=== design 1 ===
File: config.mk
export PLATFORM = sky130hd
export DESIGN_NAME = muxnway_rr
export DESIGN_NICKNAME = d
export VERILOG_FILES = /design/src/rtl/muxnway_rr.sv
export SDC_FILE = /design/constraint.sdc
export NUM_CORES = 1
export LEC_CHECK = 0
export CAP_MARGIN = 20
export CORE_MARGIN = 8
export CORE_UTILIZATION = 44
export CTS_CLUSTER_DIAMETER = 30
export DETAILED_ROUTE_END_ITERATION = 6
export GPL_TIMING_DRIVEN = 0
export PLACE_DENSITY = 0.88
export SETUP_SLACK_MARGIN = 0.4
export SLEW_MARGIN = 10
export SYNTH_ARGS = -nofsm -noshare
export SYNTH_HDL_FRONTEND = slang
export SYNTH_SLANG_ARGS = --single-unit
File: constraint.sdc
create_clock -name clk -period 9.88 [get_ports clk]
set_input_delay 1.976 -clock clk [delete_from_list [all_inputs] [get_ports clk]]
set_output_delay 1.976 -clock clk [all_outputs]
set_load 0.05 [all_outputs]
File: src/rtl/muxnway_rr.sv
// WAYS-to-1 valid/ready selector with round-robin or fixed-select arbitration and a registered output.
// Optional packet locking (in_last/out_last) is enabled by defining MUXNWAY_RR_LOCK_EN.
module muxnway_rr #(
    parameter  int WIDTH = 16,
    parameter  int WAYS  = 8,
    localparam int SEL_W = $clog2(WAYS)
) (
    input  logic                  clk,
    input  logic                  reset_n,
    input  logic [WAYS*WIDTH-1:0] in_data,
    input  logic [WAYS-1:0]       in_valid,
    output logic [WAYS-1:0]       in_ready,
`ifdef MUXNWAY_RR_LOCK_EN
    input  logic [WAYS-1:0]       in_last,
    output logic                  out_last,
`endif
    input  logic                  sel_mode,
    input  logic [SEL_W-1:0]      sel,
    output logic [WIDTH-1:0]      out_data,
    output logic                  out_valid,
    input  logic                  out_ready,
    output logic [SEL_W-1:0]      out_sel
);

    localparam int NPAD = 1 << SEL_W;

    logic [WIDTH-1:0] chan [WAYS];
    logic [NPAD-1:0]  valid_pad;
    logic [SEL_W-1:0] ptr;
    logic [SEL_W-1:0] rr_idx;
    logic             rr_vld;
    logic [SEL_W-1:0] grant_idx;
    logic             grant_vld;
    logic             load;
    logic             xfer;
    logic [SEL_W-1:0] ptr_next;
    int               j;

    for (genvar i = 0; i < WAYS; i++) begin : g_chan
        assign chan[i] = in_data[i*WIDTH +: WIDTH];
    end

    // Padding to a power of two makes valid_pad[sel] read 0 for any sel >= WAYS.
    assign valid_pad = NPAD'(in_valid);
    assign load      = ~out_valid | out_ready;

    // Descending scan so the channel closest to ptr (smallest offset) wins.
    always_comb begin
        rr_vld = 1'b0;
        rr_idx = '0;
        j      = 0;
        for (int k = WAYS - 1; k >= 0; k--) begin
            j = int'(ptr) + k;
            if (j >= WAYS) j = j - WAYS;
            if (valid_pad[SEL_W'(j)]) begin
                rr_vld = 1'b1;
                rr_idx = SEL_W'(j);
            end
        end
    end

`ifdef MUXNWAY_RR_LOCK_EN
    logic             locked;
    logic [SEL_W-1:0] lock_ch;

    always_comb begin
        grant_vld = 1'b0;
        grant_idx = '0;
        if (locked) begin
            grant_vld = valid_pad[lock_ch];
            grant_idx = lock_ch;
        end else if (sel_mode) begin
            grant_vld = valid_pad[sel];
            grant_idx = sel;
        end else begin
            grant_vld = rr_vld;
            grant_idx = rr_idx;
        end
    end
`else
    always_comb begin
        grant_vld = 1'b0;
        grant_idx = '0;
        if (sel_mode) begin
            grant_vld = valid_pad[sel];
            grant_idx = sel;
        end else begin
            grant_vld = rr_vld;
            grant_idx = rr_idx;
        end
    end
`endif

    assign xfer     = grant_vld & load;
    assign ptr_next = (grant_idx == SEL_W'(WAYS - 1)) ? '0 : grant_idx + SEL_W'(1);

    always_comb begin
        in_ready = '0;
        if (xfer) in_ready[grant_idx] = 1'b1;
    end

    always_ff @(posedge clk or negedge reset_n) begin
        if (!reset_n) begin
            out_valid <= 1'b0;
            out_data  <= '0;
            out_sel   <= '0;
            ptr       <= '0;
        end else if (xfer) begin
            out_valid <= 1'b1;
            out_data  <= chan[grant_idx];
            out_sel   <= grant_idx;
`ifdef MUXNWAY_RR_LOCK_EN
            // Pointer moves only when a packet closes; mid-packet beats leave it alone.
            if (!sel_mode && in_last[grant_idx]) ptr <= ptr_next;
`else
            if (!sel_mode) ptr <= ptr_next;
`endif
        end else if (out_ready) begin
            out_valid <= 1'b0;
        end
    end

`ifdef MUXNWAY_RR_LOCK_EN
    always_ff @(posedge clk or negedge reset_n) begin
        if (!reset_n) begin
            locked   <= 1'b0;
            lock_ch  <= '0;
            out_last <= 1'b0;
        end else if (xfer) begin
            locked   <= ~in_last[grant_idx];
            lock_ch  <= grant_idx;
            out_last <= in_last[grant_idx];
        end
    end
`endif

endmodule

=== design 2 ===
File: src/rtl/edge_gen_pkg.sv
// edge_gen_pkg: shared definitions for the edge_generator block.
//   - FSM state encoding (IDLE / HOLD)
//   - request-decode constants (REQ_NONE / REQ_SET / REQ_CLR / REQ_TOG)
//   - decode_req():    folds the three request pulses into one request code
//   - target_level():  level a request asks for, given pending slot and signal
package edge_gen_pkg;

  localparam logic [0:0] IDLE = 1'b0;
  localparam logic [0:0] HOLD = 1'b1;

  localparam logic [1:0] REQ_NONE = 2'd0;
  localparam logic [1:0] REQ_SET  = 2'd1;
  localparam logic [1:0] REQ_CLR  = 2'd2;
  localparam logic [1:0] REQ_TOG  = 2'd3;

  // rise+fall in the same cycle is treated as a toggle.
  function automatic logic [1:0] decode_req(input logic rise, input logic fall,
                                            input logic tog);
    logic [1:0] r;
    if (tog || (rise && fall)) r = REQ_TOG;
    else if (rise)             r = REQ_SET;
    else if (fall)             r = REQ_CLR;
    else                       r = REQ_NONE;
    return r;
  endfunction

  // Toggle inverts the effective level: the queued target if one exists,
  // otherwise the current output.
  function automatic logic target_level(input logic [1:0] req,
                                        input logic pend_vld,
                                        input logic pend_tgt,
                                        input logic sig);
    logic t;
    case (req)
      REQ_SET: t = 1'b1;
      REQ_CLR: t = 1'b0;
      REQ_TOG: t = ~(pend_vld ? pend_tgt : sig);
      default: t = sig;
    endcase
    return t;
  endfunction

endpackage

File: src/rtl/edge_generator_if.sv
// edge_generator_if: request pulses in, generated level and status out.
//   rise_req / fall_req / toggle_req : single-cycle request pulses
//   signal      : generated level
//   busy        : dwell in progress
//   edge_strobe : first cycle of a new level
//   req_drop    : a request was discarded (queue full)
// master = request source, slave = edge_generator.
interface edge_generator_if;
  logic rise_req;
  logic fall_req;
  logic toggle_req;
  logic signal;
  logic busy;
  logic edge_strobe;
  logic req_drop;

  modport master (
    output rise_req, fall_req, toggle_req,
    input  signal, busy, edge_strobe, req_drop
  );

  modport slave (
    input  rise_req, fall_req, toggle_req,
    output signal, busy, edge_strobe, req_drop
  );
endinterface

File: src/rtl/edge_generator_hold_counter.sv
// hold_counter: loadable down-counter that times the dwell of each level.
//   clk, reset  : clock, synchronous active-high reset (counter -> 0)
//   load_i      : load load_val_i this cycle (wins over decrement)
//   load_val_i  : value to load
//   zero_o      : counter is zero (final dwell cycle)
module hold_counter #(
  parameter int CNT_W = 8
) (
  input  logic             clk,
  input  logic             reset,
  input  logic             load_i,
  input  logic [CNT_W-1:0] load_val_i,
  output logic             zero_o
);

  logic [CNT_W-1:0] cnt_q, cnt_d;

  always_comb begin
    cnt_d = cnt_q;
    if (load_i)               cnt_d = load_val_i;
    else if (cnt_q != '0)     cnt_d = cnt_q - 1'b1;
  end

  always_ff @(posedge clk) begin
    if (reset) cnt_q <= '0;
    else       cnt_q <= cnt_d;
  end

  assign zero_o = (cnt_q == '0);

endmodule

File: src/rtl/edge_generator.sv
// edge_generator: turns rise/fall/toggle request pulses into a level on
// `signal`, enforcing minimum high/low dwell times and queuing one request
// issued during a dwell.
//   clk, reset : clock, synchronous active-high reset
//   bus        : edge_generator_if.slave (requests in, level/status out)
// All outputs come straight from registers.
module edge_generator
  import edge_gen_pkg::*;
#(
  parameter int MIN_HIGH = 3,
  parameter int MIN_LOW  = 2,
  parameter int CNT_W    = 8
) (
  input  logic               clk,
  input  logic               reset,
  edge_generator_if.slave    bus
);

  localparam logic [CNT_W-1:0] LD_HIGH = CNT_W'(MIN_HIGH - 1);
  localparam logic [CNT_W-1:0] LD_LOW  = CNT_W'(MIN_LOW - 1);

  logic [0:0]       state_q, state_d;
  logic             sig_q, sig_d;
  logic             pend_vld_q, pend_vld_d;
  logic             pend_tgt_q, pend_tgt_d;
  logic             strobe_q, strobe_d;
  logic             drop_q, drop_d;

  logic [1:0]       req;
  logic             has_req;
  logic             tgt;
  logic             flip_en;
  logic             flip_val;
  logic             cnt_load;
  logic [CNT_W-1:0] cnt_load_val;
  logic             cnt_zero;

  assign req     = decode_req(bus.rise_req, bus.fall_req, bus.toggle_req);
  assign has_req = (req != REQ_NONE);
  // In IDLE the pending slot is always empty, so one target serves all states.
  assign tgt     = target_level(req, pend_vld_q, pend_tgt_q, sig_q);

  always_comb begin
    state_d    = state_q;
    sig_d      = sig_q;
    pend_vld_d = pend_vld_q;
    pend_tgt_d = pend_tgt_q;
    strobe_d   = 1'b0;
    drop_d     = 1'b0;
    flip_en    = 1'b0;
    flip_val   = sig_q;

    if (state_q == IDLE) begin
      if (has_req && (tgt != sig_q)) begin
        flip_en  = 1'b1;
        flip_val = tgt;
      end
    end else if (!cnt_zero) begin
      // Mid-dwell: queue one request, drop anything beyond that.
      if (has_req) begin
        if (!pend_vld_q) begin
          pend_vld_d = 1'b1;
          pend_tgt_d = tgt;
        end else begin
          drop_d = 1'b1;
        end
      end
    end else begin
      // Final dwell cycle.
      if (pend_vld_q && (pend_tgt_q != sig_q)) begin
        // Apply the queued level; a request arriving now takes its place,
        // with its toggle already resolved against the queued level.
        flip_en    = 1'b1;
        flip_val   = pend_tgt_q;
        pend_vld_d = has_req;
        pend_tgt_d = tgt;
      end else begin
        // A queued no-op is dropped silently; a fresh request is served
        // immediately, exactly as from IDLE.
        pend_vld_d = 1'b0;
        if (has_req && (tgt != sig_q)) begin
          flip_en  = 1'b1;
          flip_val = tgt;
        end else begin
          state_d = IDLE;
        end
      end
    end

    if (flip_en) begin
      sig_d    = flip_val;
      strobe_d = 1'b1;
      state_d  = HOLD;
    end
  end

  assign cnt_load     = flip_en;
  assign cnt_load_val = flip_val ? LD_HIGH : LD_LOW;

  hold_counter #(.CNT_W(CNT_W)) u_hold_counter (
    .clk        (clk),
    .reset      (reset),
    .load_i     (cnt_load),
    .load_val_i (cnt_load_val),
    .zero_o     (cnt_zero)
  );

  always_ff @(posedge clk) begin
    if (reset) begin
      state_q    <= IDLE;
      sig_q      <= 1'b0;
      pend_vld_q <= 1'b0;
      pend_tgt_q <= 1'b0;
      strobe_q   <= 1'b0;
      drop_q     <= 1'b0;
    end else begin
      state_q    <= state_d;
      sig_q      <= sig_d;
      pend_vld_q <= pend_vld_d;
      pend_tgt_q <= pend_tgt_d;
      strobe_q   <= strobe_d;
      drop_q     <= drop_d;
    end
  end

  assign bus.signal      = sig_q;
  assign bus.busy        = (state_q == HOLD);
  assign bus.edge_strobe = strobe_q;
  assign bus.req_drop    = drop_q;

endmodule

File: src/flat_wrapper.sv
// flat-port wrapper written by rule: the top's interface ports become plain ports
module edge_generator_flat import edge_gen_pkg::*;
#(
  parameter int MIN_HIGH = 3,
  parameter int MIN_LOW  = 2,
  parameter int CNT_W    = 8
)
  (clk, reset, bus_rise_req, bus_fall_req, bus_toggle_req, bus_signal, bus_busy, bus_edge_strobe, bus_req_drop);
  edge_generator_if bus_i ();
  input  logic clk;
  input  logic reset;
  input wire logic [$bits(bus_i.rise_req)-1:0] bus_rise_req;
  input wire logic [$bits(bus_i.fall_req)-1:0] bus_fall_req;
  input wire logic [$bits(bus_i.toggle_req)-1:0] bus_toggle_req;
  output wire logic [$bits(bus_i.signal)-1:0] bus_signal;
  output wire logic [$bits(bus_i.busy)-1:0] bus_busy;
  output wire logic [$bits(bus_i.edge_strobe)-1:0] bus_edge_strobe;
  output wire logic [$bits(bus_i.req_drop)-1:0] bus_req_drop;
  assign bus_i.rise_req = bus_rise_req;
  assign bus_i.fall_req = bus_fall_req;
  assign bus_i.toggle_req = bus_toggle_req;
  assign bus_signal = bus_i.signal;
  assign bus_busy = bus_i.busy;
  assign bus_edge_strobe = bus_i.edge_strobe;
  assign bus_req_drop = bus_i.req_drop;
  edge_generator #(.MIN_HIGH(MIN_HIGH), .MIN_LOW(MIN_LOW), .CNT_W(CNT_W)) u_core (.clk(clk), .reset(reset), .bus(bus_i));
endmodule
File: config.mk
export PLATFORM = sky130hd
export DESIGN_NAME = edge_generator_flat
export DESIGN_NICKNAME = d
export VERILOG_FILES = /design/src/rtl/edge_gen_pkg.sv /design/src/rtl/edge_generator_if.sv /design/src/rtl/edge_generator_hold_counter.sv /design/src/rtl/edge_generator.sv /design/src/flat_wrapper.sv
export SDC_FILE = /design/constraint.sdc
export NUM_CORES = 1
export LEC_CHECK = 0
export CORE_MARGIN = 5
export CORE_UTILIZATION = 58
export DETAILED_ROUTE_END_ITERATION = 8
export PLACE_DENSITY = 0.81
export SLEW_MARGIN = 20
export SYNTH_ARGS = -nofsm -noshare
export SYNTH_HDL_FRONTEND = slang
export SYNTH_HIERARCHICAL = 1
export SYNTH_SLANG_ARGS = --single-unit
File: constraint.sdc
create_clock -name clk -period 3.4 [get_ports clk]
set_input_delay 0.34 -clock clk [delete_from_list [all_inputs] [get_ports clk]]
set_output_delay 0.34 -clock clk [all_outputs]
set_load 0.03 [all_outputs]

==> gallery <==
Power grid.
panel A
(4 px per um) Pins as bars on the die edge.
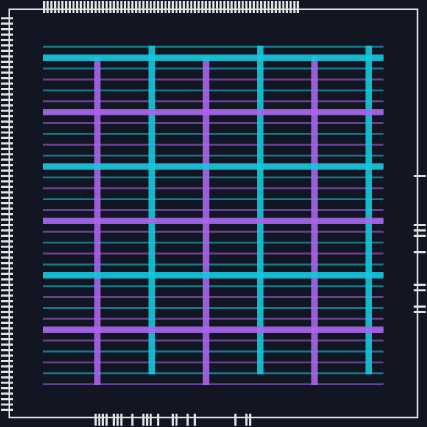
panel B
(8 px per um) Pins as bars on the die edge.
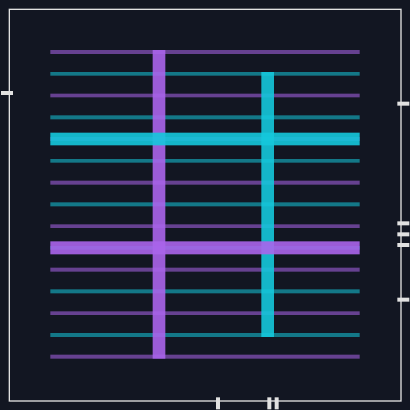
Design 2 is panel B.
Design 1 is panel A.
- largest die: panel A
- most pins: panel A

Key to panel B:
Purple marks VSS. Cyan marks VDD.
9 signal pins sit on the boundary. 2 straps on met4. 2 straps on met5. The core has 14 rows.

Figure 1. Routed clock nets over the placement (design 2).
(6 px per um)
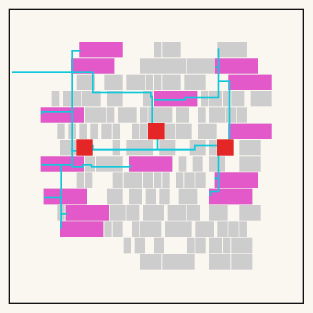
Magenta marks flip-flops, count 14. Red marks clock drivers, count 3. Cyan marks clock wires, length 162 um.
There are 4 routed clock nets.

==> summary.txt, design 2 <==
Implementation run completed; key figures follow.

Routing:
- The run gives the post-detailed-route wirelength per cell as 12.7 um.
- The run gives the average vias per placed instance as about 5.8.
- According to the report, the first pass of detailed routing completed in 4 iterations.

Synthesis:
- The run puts the count of different cell masters after synthesis at 40.
- In this run the cell area of the synthesized design comes to 872 um2.
- The area recorded from the Yosys report for this design is 872 um2.
- Summing the sequential cell areas from Yosys gives roughly a third of the chip area.
- The run gives the cell count after synthesis as ~100.
- The run gives the post-synthesis async set-or-reset flop share as 0%.
- The run puts the fraction of synthesized cell area taken by the top area cell type at 32.1%.

Critical path:
- The run gives the end point of the critical path as u_core/u_hold_counter/cnt_q[1].
- The run puts the reg-to-reg setup timing slack at 850 ps.
- The run gives the arrival time at the worst endpoint as 2730 ps.
- In this run the critical register-to-register path is launched from u_core/u_hold_counter/cnt_q[3].
- Broken down by cell family, the worst path's largest delay share belongs to simple AND/OR/NAND/NOR gates.

Hold path:
- Hold analysis lists the worst path endpoint as u_core/bus.edge_strobe.
- The run gives the start point of the worst hold path as u_core/bus.busy.

Finish:
- The fraction of final cell area spent on non-clock buffers in this run is 8.76%.
- Leaving out fill and tap cells, the most frequent cells in the layout are sky130_fd_sc_hd__dfxtp_1 (14), sky130_fd_sc_hd__nand2_1 (10), sky130_fd_sc_hd__clkdlybuf4s50_1 (8), sky130_fd_sc_hd__inv_1 (8).
- The run gives the register with the highest flop count as u_core/u_hold_counter/cnt_q.

Pwr:
- The run puts the clock share of power at a little over an eighth.
- The run puts the portion of total power attributed to sequential cells at 35.0%.
- Per the breakdown, switching nets consume 41.6% of all power.
- The switching component of the power was reported as 0.355 mW.

Global routing:
- Entering global routing, the biggest net connects 18 pins.

Placed design:
- The run gives the number of buffer cells added on primary ports as 8.

Floorplan:
- The floorplan step defined a core boundary enclosing 1470 um2.
- For this floorplan the total number of well-tap instances is 16.

Outcome:
- The run finished with clean final reports.

Final timing:
- The run gives the normalized max-slew margin as roughly three fifths.
[design 2: routing by layer]
metal  vias up  wire length, um  global-route usage [%]
li1        395                -                       -
met1       351              812                    21.2
met2        23              753                    21.5
met3         0              129                    6.73
met4         0                0                    4.93
met5         -                0                       0
[design 2: cell families (layout without fill, tap and decap cells)]
kind of cell	Yosys count	in the layout	synth area share, %
AND-OR/OR-AND	28	28	23.7
XOR/XNOR	5	5	5.02
adder cells (fa/ha/maj)	1	1	1.43
buffers and inverters	13	21	7.46
flip-flops	14	14	32.1
multiplexers	3	3	4.02
other	1	6	0.430
AND/OR/NAND/NOR	39	39	25.8
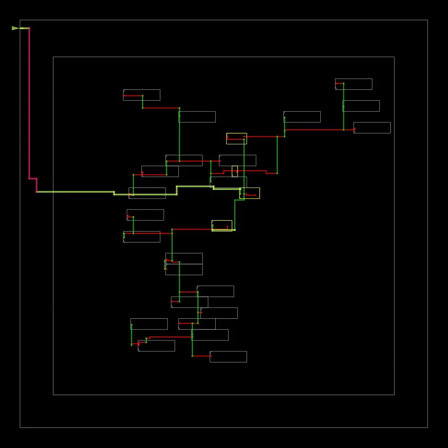
Figure 2: design 1, the clock network.
clock group power: 0.0617 mW
clock buffers: 4
number of clock sinks: 23
Worst-Skew Late Latency: 270 ps
CTS buffer count: 3

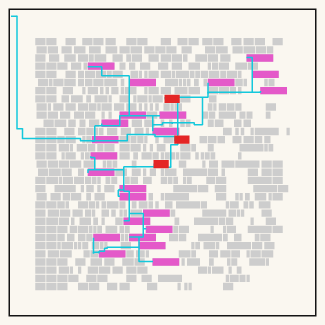
Figure 3: design 1, routed clock nets over the placement.
(3 px per um)
Cyan marks clock wires, length 394 um. Red marks clock drivers, count 3. Magenta marks flip-flops, count 23.
There are 4 routed clock nets.

==> summary.txt, design 1 <==
Implementation run completed; key figures follow.

Finish:
- The run gives the register with the highest flop count as out_data.
- In the final layout, the registers with the most flip-flops are out_data (16), out_sel (3), ptr (3).
- The run puts the fraction of final layout cells sized beyond drive strength 1 at 15.4%.
- The filler cells instantiated in the layout total 541.
- The area growth from synthesis to layout is 56.5%.
- The layout report gives the multi-input gate share of total cell area as 47.0%.
- Across the whole layout, storage elements make up 11.4% of the cell area.
- The run gives the non-clock buffer share of cell area as 36.4%.

Final timing:
- The run gives the worst-case clock skew as roughly 3.8 ps.
- The run gives the max-slew violation count as 0.
- The run puts the number of endpoints with negative hold slack in the final report at 0.
- Per the timing report, the achievable frequency comes out to ~0.12 GHz.

Global routing:
- The run gives the number of global-route vias before repair as 4133.
- The run puts the first-pass GRT wire length at 21.3 mm.

Synthesis:
- The synthesis log from Yosys contains 0 warnings.
- The area recorded from the Yosys report for this design is 3230 um2.
- The cell area that synthesis handed to floorplanning was 3230 um2.
- Sorting the synthesis cell report by count puts at the top sky130_fd_sc_hd__mux2_2.
- The run puts the cell count listed in synth_stat.txt at 382.

Critical path:
- The run gives the kind of launch point of the worst setup path as an input port.
- The run gives the path type of the worst setup path as in2out.
- OpenSTA lists the critical path startpoint as in_valid[4].

Floorplan:
- The overall die size recorded for this design is 10300 um2.
- The run puts the vertical extent of the die at 102 um.

Clock tree:
- In this run the number of H-tree levels came out at 1.
- The run puts the buffer count from post-CTS setup fixing at 0.
- The number of hold buffers added after CTS was 0.

Pwr:
- Combinational power for this build is 1.46 mW.
- The run puts the worst ir drop on vdd at 0.222 mV.

Outcome:
- The run finished with clean final reports.

Routing:
- The run puts the total via count in the routed design at 3808.
- The run gives the average vias per placed instance as 5.85.
- The final layout contains routed wiring with a total length of around 14 mm.

Placed design:
- The run puts the final estimated routing congestion in global placement at slightly above 0.9.
- The run puts the number of cells after detailed placement at 647.

Job:
- The run puts the warning total across the stage logs at 27.
design 1: cell families after synthesis:
group | share of synthesized area [%]
adders and majority gates | 0.774
xor gates and xnor gates | 1.63
muxes | 33.5
AOI/OAI and AO/OA | 23.5
buffers and inverters | 8.60
and+or+nand+nor | 14.2
DFF | 17.8
design 1: metrics by stage:
step                      hold slack, ps  area (um2)  setup WS [ps]
after floorplan                      745        3230           2800
after global placement               461        5020           1660
after detailed placement             469        5020           1620
after CTS                            489        5060           1590
after global routing                 505        5060           1330
final                                493        5060           1530

=== design 3 ===
Figure 4. Wiring by layer (design 3).
(4 px per um)
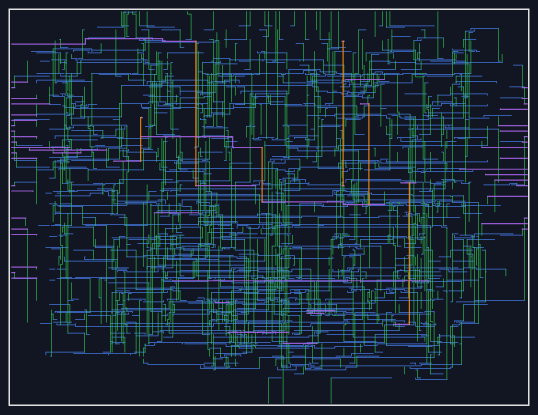
## config.mk

```make
export PLATFORM = sky130hd
export DESIGN_NAME = regfile_sequencer
export DESIGN_NICKNAME = d
export VERILOG_FILES = /design/src/rtl/regfile_sequencer_pkg.sv /design/src/rtl/regfile_alu.sv /design/src/rtl/regfile_sequencer.sv
export SDC_FILE = /design/constraint.sdc
export NUM_CORES = 1
export LEC_CHECK = 0
export ABC_AREA = 1
export CELL_PAD_IN_SITES_DETAIL_PLACEMENT = 1
export CELL_PAD_IN_SITES_GLOBAL_PLACEMENT = 2
export CORE_ASPECT_RATIO = 0.75
export CORE_MARGIN = 3
export CORE_UTILIZATION = 30
export DETAILED_ROUTE_END_ITERATION = 10
export PLACE_DENSITY_LB_ADDON = 0.1
export SYNTH_ARGS = -nofsm -noshare
export SYNTH_HDL_FRONTEND = slang
export SYNTH_SLANG_ARGS = --single-unit
export TNS_END_PERCENT = 100
```

## constraint.sdc

```tcl
create_clock -name clock -period 4.03 [get_ports clock]
set_clock_uncertainty 0.05 [all_clocks]
set_input_delay 0.806 -clock clock [delete_from_list [all_inputs] [get_ports clock]]
set_output_delay 0.806 -clock clock [all_outputs]
set_load 0.005 [all_outputs]
```

## src/rtl/regfile_sequencer_pkg.sv

```systemverilog
// rtl/regfile_sequencer_pkg.sv - shared op codes, state encoding and default widths
package regfile_sequencer_pkg;

    localparam int W_DEFAULT     = 8;
    localparam int SEL_W_DEFAULT = 4;

    typedef enum logic [2:0] {
        OP_MOV = 3'd0,
        OP_ADD = 3'd1,
        OP_SUB = 3'd2,
        OP_AND = 3'd3,
        OP_OR  = 3'd4,
        OP_XOR = 3'd5,
        OP_NOT = 3'd6,
        OP_CMP = 3'd7
    } op_t;

    typedef enum logic [2:0] {
        IDLE   = 3'd0,
        RSETUP = 3'd1,
        READ   = 3'd2,
        LATCH  = 3'd3,
        EXEC   = 3'd4,
        WSETUP = 3'd5,
        WRITE  = 3'd6,
        WHOLD  = 3'd7
    } state_t;

    // CMP walks the full write path for equal latency but never strobes the file.
    function automatic logic writes_back(input op_t op);
        return op != OP_CMP;
    endfunction

endpackage

```

## src/rtl/regfile_alu.sv

```systemverilog
// rtl/regfile_alu.sv - combinational w-bit ALU with carry/borrow and zero flags
module regfile_alu
    import regfile_sequencer_pkg::*;
#(
    parameter int w = W_DEFAULT
) (
    input  op_t          op,
    input  logic [w-1:0] a,
    input  logic [w-1:0] b,
    output logic [w-1:0] result,
    output logic         carry,
    output logic         zero
);

    logic [w:0] sum;
    logic [w:0] diff;

    // The extra top bit of diff is the borrow, set exactly when a < b.
    always_comb begin
        sum    = {1'b0, a} + {1'b0, b};
        diff   = {1'b0, a} - {1'b0, b};
        result = '0;
        carry  = 1'b0;
        case (op)
            OP_MOV: result = a;
            OP_ADD: begin
                result = sum[w-1:0];
                carry  = sum[w];
            end
            OP_SUB, OP_CMP: begin
                result = diff[w-1:0];
                carry  = diff[w];
            end
            OP_AND: result = a & b;
            OP_OR:  result = a | b;
            OP_XOR: result = a ^ b;
            OP_NOT: result = ~a;
            default: begin
                result = '0;
                carry  = 1'b0;
            end
        endcase
    end

    assign zero = (result == '0);

endmodule

```

## src/rtl/regfile_sequencer.sv

```systemverilog
// rtl/regfile_sequencer.sv - sequences read, execute and write-back against an external register file
module regfile_sequencer
    import regfile_sequencer_pkg::*;
#(
    parameter int w     = W_DEFAULT,
    parameter int sel_w = SEL_W_DEFAULT
) (
    input  logic             clock,
    input  logic             reset,
    input  logic             cmd_valid,
    output logic             cmd_ready,
    input  logic [2:0]       cmd_op,
    input  logic [sel_w-1:0] cmd_x,
    input  logic [sel_w-1:0] cmd_y,
    input  logic [sel_w-1:0] cmd_z,
    output logic [sel_w-1:0] x_sel,
    output logic [sel_w-1:0] y_sel,
    output logic [sel_w-1:0] z_sel,
    output logic             x_enb,
    output logic             y_enb,
    output logic             z_enb,
    input  logic [w-1:0]     x_in,
    input  logic [w-1:0]     y_in,
    output logic [w-1:0]     z_out,
    output logic [w-1:0]     result,
    output logic             carry,
    output logic             zero,
    output logic             done
);

    state_t           state;
    op_t              op_q;
    logic [sel_w-1:0] z_idx;
    logic [w-1:0]     a_q;
    logic [w-1:0]     b_q;

    logic [w-1:0]     alu_result;
    logic             alu_carry;
    logic             alu_zero;

    regfile_alu #(
        .w(w)
    ) u_alu (
        .op    (op_q),
        .a     (a_q),
        .b     (b_q),
        .result(alu_result),
        .carry (alu_carry),
        .zero  (alu_zero)
    );

    // Every output is registered and set on the edge entering the state that owns it,
    // so selects are always one full cycle ahead of their strobe.
    always_ff @(posedge clock) begin
        if (reset) begin
            state     <= IDLE;
            op_q      <= OP_MOV;
            z_idx     <= '0;
            a_q       <= '0;
            b_q       <= '0;
            cmd_ready <= 1'b1;
            x_sel     <= '0;
            y_sel     <= '0;
            z_sel     <= '0;
            x_enb     <= 1'b0;
            y_enb     <= 1'b0;
            z_enb     <= 1'b0;
            z_out     <= '0;
            result    <= '0;
            carry     <= 1'b0;
            zero      <= 1'b0;
            done      <= 1'b0;
        end else begin
            x_enb <= 1'b0;
            y_enb <= 1'b0;
            z_enb <= 1'b0;
            done  <= 1'b0;
            case (state)
                IDLE: begin
                    if (cmd_valid && cmd_ready) begin
                        op_q      <= op_t'(cmd_op);
                        x_sel     <= cmd_x;
                        y_sel     <= cmd_y;
                        z_idx     <= cmd_z;
                        cmd_ready <= 1'b0;
                        state     <= RSETUP;
                    end
                end
                RSETUP: begin
                    x_enb <= 1'b1;
                    y_enb <= 1'b1;
                    state <= READ;
                end
                READ: begin
                    state <= LATCH;
                end
                LATCH: begin
                    a_q   <= x_in;
                    b_q   <= y_in;
                    x_sel <= '0;
                    y_sel <= '0;
                    state <= EXEC;
                end
                EXEC: begin
                    result <= alu_result;
                    carry  <= alu_carry;
                    zero   <= alu_zero;
                    z_sel  <= z_idx;
                    z_out  <= alu_result;
                    state  <= WSETUP;
                end
                WSETUP: begin
                    z_enb <= writes_back(op_q);
                    state <= WRITE;
                end
                WRITE: begin
                    done  <= 1'b1;
                    state <= WHOLD;
                end
                WHOLD: begin
                    z_sel     <= '0;
                    z_out     <= '0;
                    cmd_ready <= 1'b1;
                    state     <= IDLE;
                end
                default: begin
                    cmd_ready <= 1'b1;
                    state     <= IDLE;
                end
            endcase
        end
    end

endmodule

```

==> summary.txt <==
Implementation run completed; key figures follow.

Pwr:
- The run gives the total leakage power as 1.89 nW.
- The run puts the portion of total power attributed to sequential cells at 33.6%.
- The internal power of the cells totals 1.45 mW.
- Per report_power, the Sequential row totals just under 0.7 mW.

Floorplan:
- For this floorplan the total number of well-tap instances is 140.
- The run gives the area of the placeable core as 11100 um2.
- The floorplan report gives the top-level pin count as approximately 70.
- The run gives the floorplan core density as 31.0%.

Synthesis:
- In this run the biggest area consumer among cell types represents 35.0% of the synthesized area.
- The synthesized design spends more area on one cell type than any other, namely sky130_fd_sc_hd__dfxtp_1.
- The run gives the count of yosys warnings during synthesis as 0.
- The synthesized design contains 0 enable-type register cells.
- The run gives the yosys synthesis chip area as 3430 um2.
- The run gives the share of cell area taken by muxes after synthesis as 0%.
- The run puts the mean cell area of the mapped netlist at 6.86 um2.
- By area the synthesized netlist is led by sky130_fd_sc_hd__dfxtp_1 (35%), sky130_fd_sc_hd__nand2_1 (13%), sky130_fd_sc_hd__ha_1 (9.1%), sky130_fd_sc_hd__a21oi_1 (8.5%), sky130_fd_sc_hd__nand3_1 (7.1%).

Hold path:
- The run gives the type of the most critical hold path as reg2reg.
- The run gives the start point of the worst hold path as z_sel[0].

Finish:
- The run gives the number of non-filler instances in the completed layout as 705.
- Per the area breakdown, the dominant cell category is multi-input combinational cells.
- The run gives the combinational gate area as roughly 1900 um2.
- The run gives the total non-filler cell area in the finished layout as 4550 um2.
- The run puts the proportion of cell area occupied by multi-input gates at a little over two fifths.
- The run gives the register area as 1200 um2.
- The run gives the number of nets in the final layout as 621.
- Per the layout report, the design carries 12 clock buffers.
- For this run, combinational gates with multiple inputs come to 362.

Placed design:
- The run gives the final estimated routing congestion in global placement as 0.855.

Global routing:
- The run gives the met2 layer usage reported by global route as between 20% and 30%.
- The run puts the pin count of the biggest net entering global routing at 41.
- The run puts the number of antenna violations at the first check in global routing at 0.
- The run gives the number of global-route vias before repair as 3634.

Critical path:
- The run gives the cell count along the critical path as 11.
- The run gives the origin of the critical flop-to-flop path as a_q[2].
- The run gives the most prevalent standard cell on the critical path as sky130_fd_sc_hd__nand3_1.
- The run gives the critical path capture point type as a flip-flop.
- The run puts the reg-to-reg setup timing slack at 1650 ps.

Job:
- The run puts the warning total across the stage logs at 43.
- The run puts the max-capacitance violation count at 0.

Final timing:
- Checking max transition, the worst relative margin is 20.5%.
- The final hold violation count recorded for this run is 0.
- Final hold analysis gives a worst-case slack of 413 ps.

Routing:
- The run gives the remaining design rule violation count as 0.

Outcome:
- The flow ran to the end, and the final reports show no timing, DRC or antenna violations.
Notes on Figure 4 above:
Green marks metal 2, wire length 4790 um. Blue marks metal 1, wire length 5900 um. Orange marks metal 4, wire length 157 um. Purple marks metal 3, wire length 493 um.

==> sequential cells by signal, summed over array words and instances (netlist names), 3 cells and up <==
| name | cells |
|---|---|
| z_sel | 4 |
| a_q | 8 |
| y_sel | 4 |
| z_out | 8 |
| x_sel | 4 |
| state | 3 |
| z_idx | 4 |
| op_q | 3 |
| result | 8 |
| b_q | 8 |
==> worst min-delay path, cell delays in order (launching register included) <==
cell and delay (ps):
sky130_fd_sc_hd__dfxtp_1 310, sky130_fd_sc_hd__nand2_1 60, sky130_fd_sc_hd__a21oi_1 50


==> screenshots <==
Selected gate families.
(a)
(6 px per um)
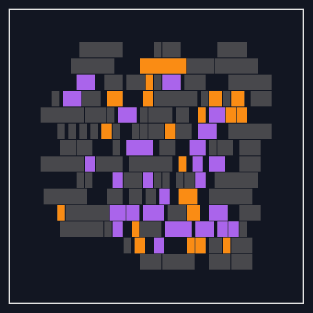
(b)
(3 px per um)
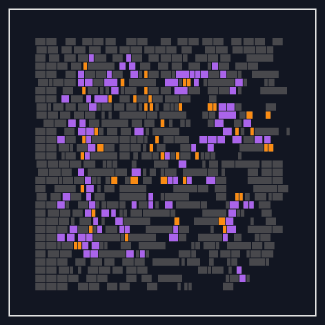
(c)
(2 px per um)
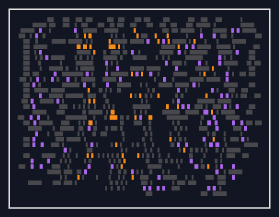
(b) is design 1.
(a) is design 2.
(c) is design 3.

Key to (c):
Purple marks inverting AOI/OAI gates, cells 98, where spread over the die. Orange marks NOR gates, cells 49.

Power and IR drop assume default switching activity.
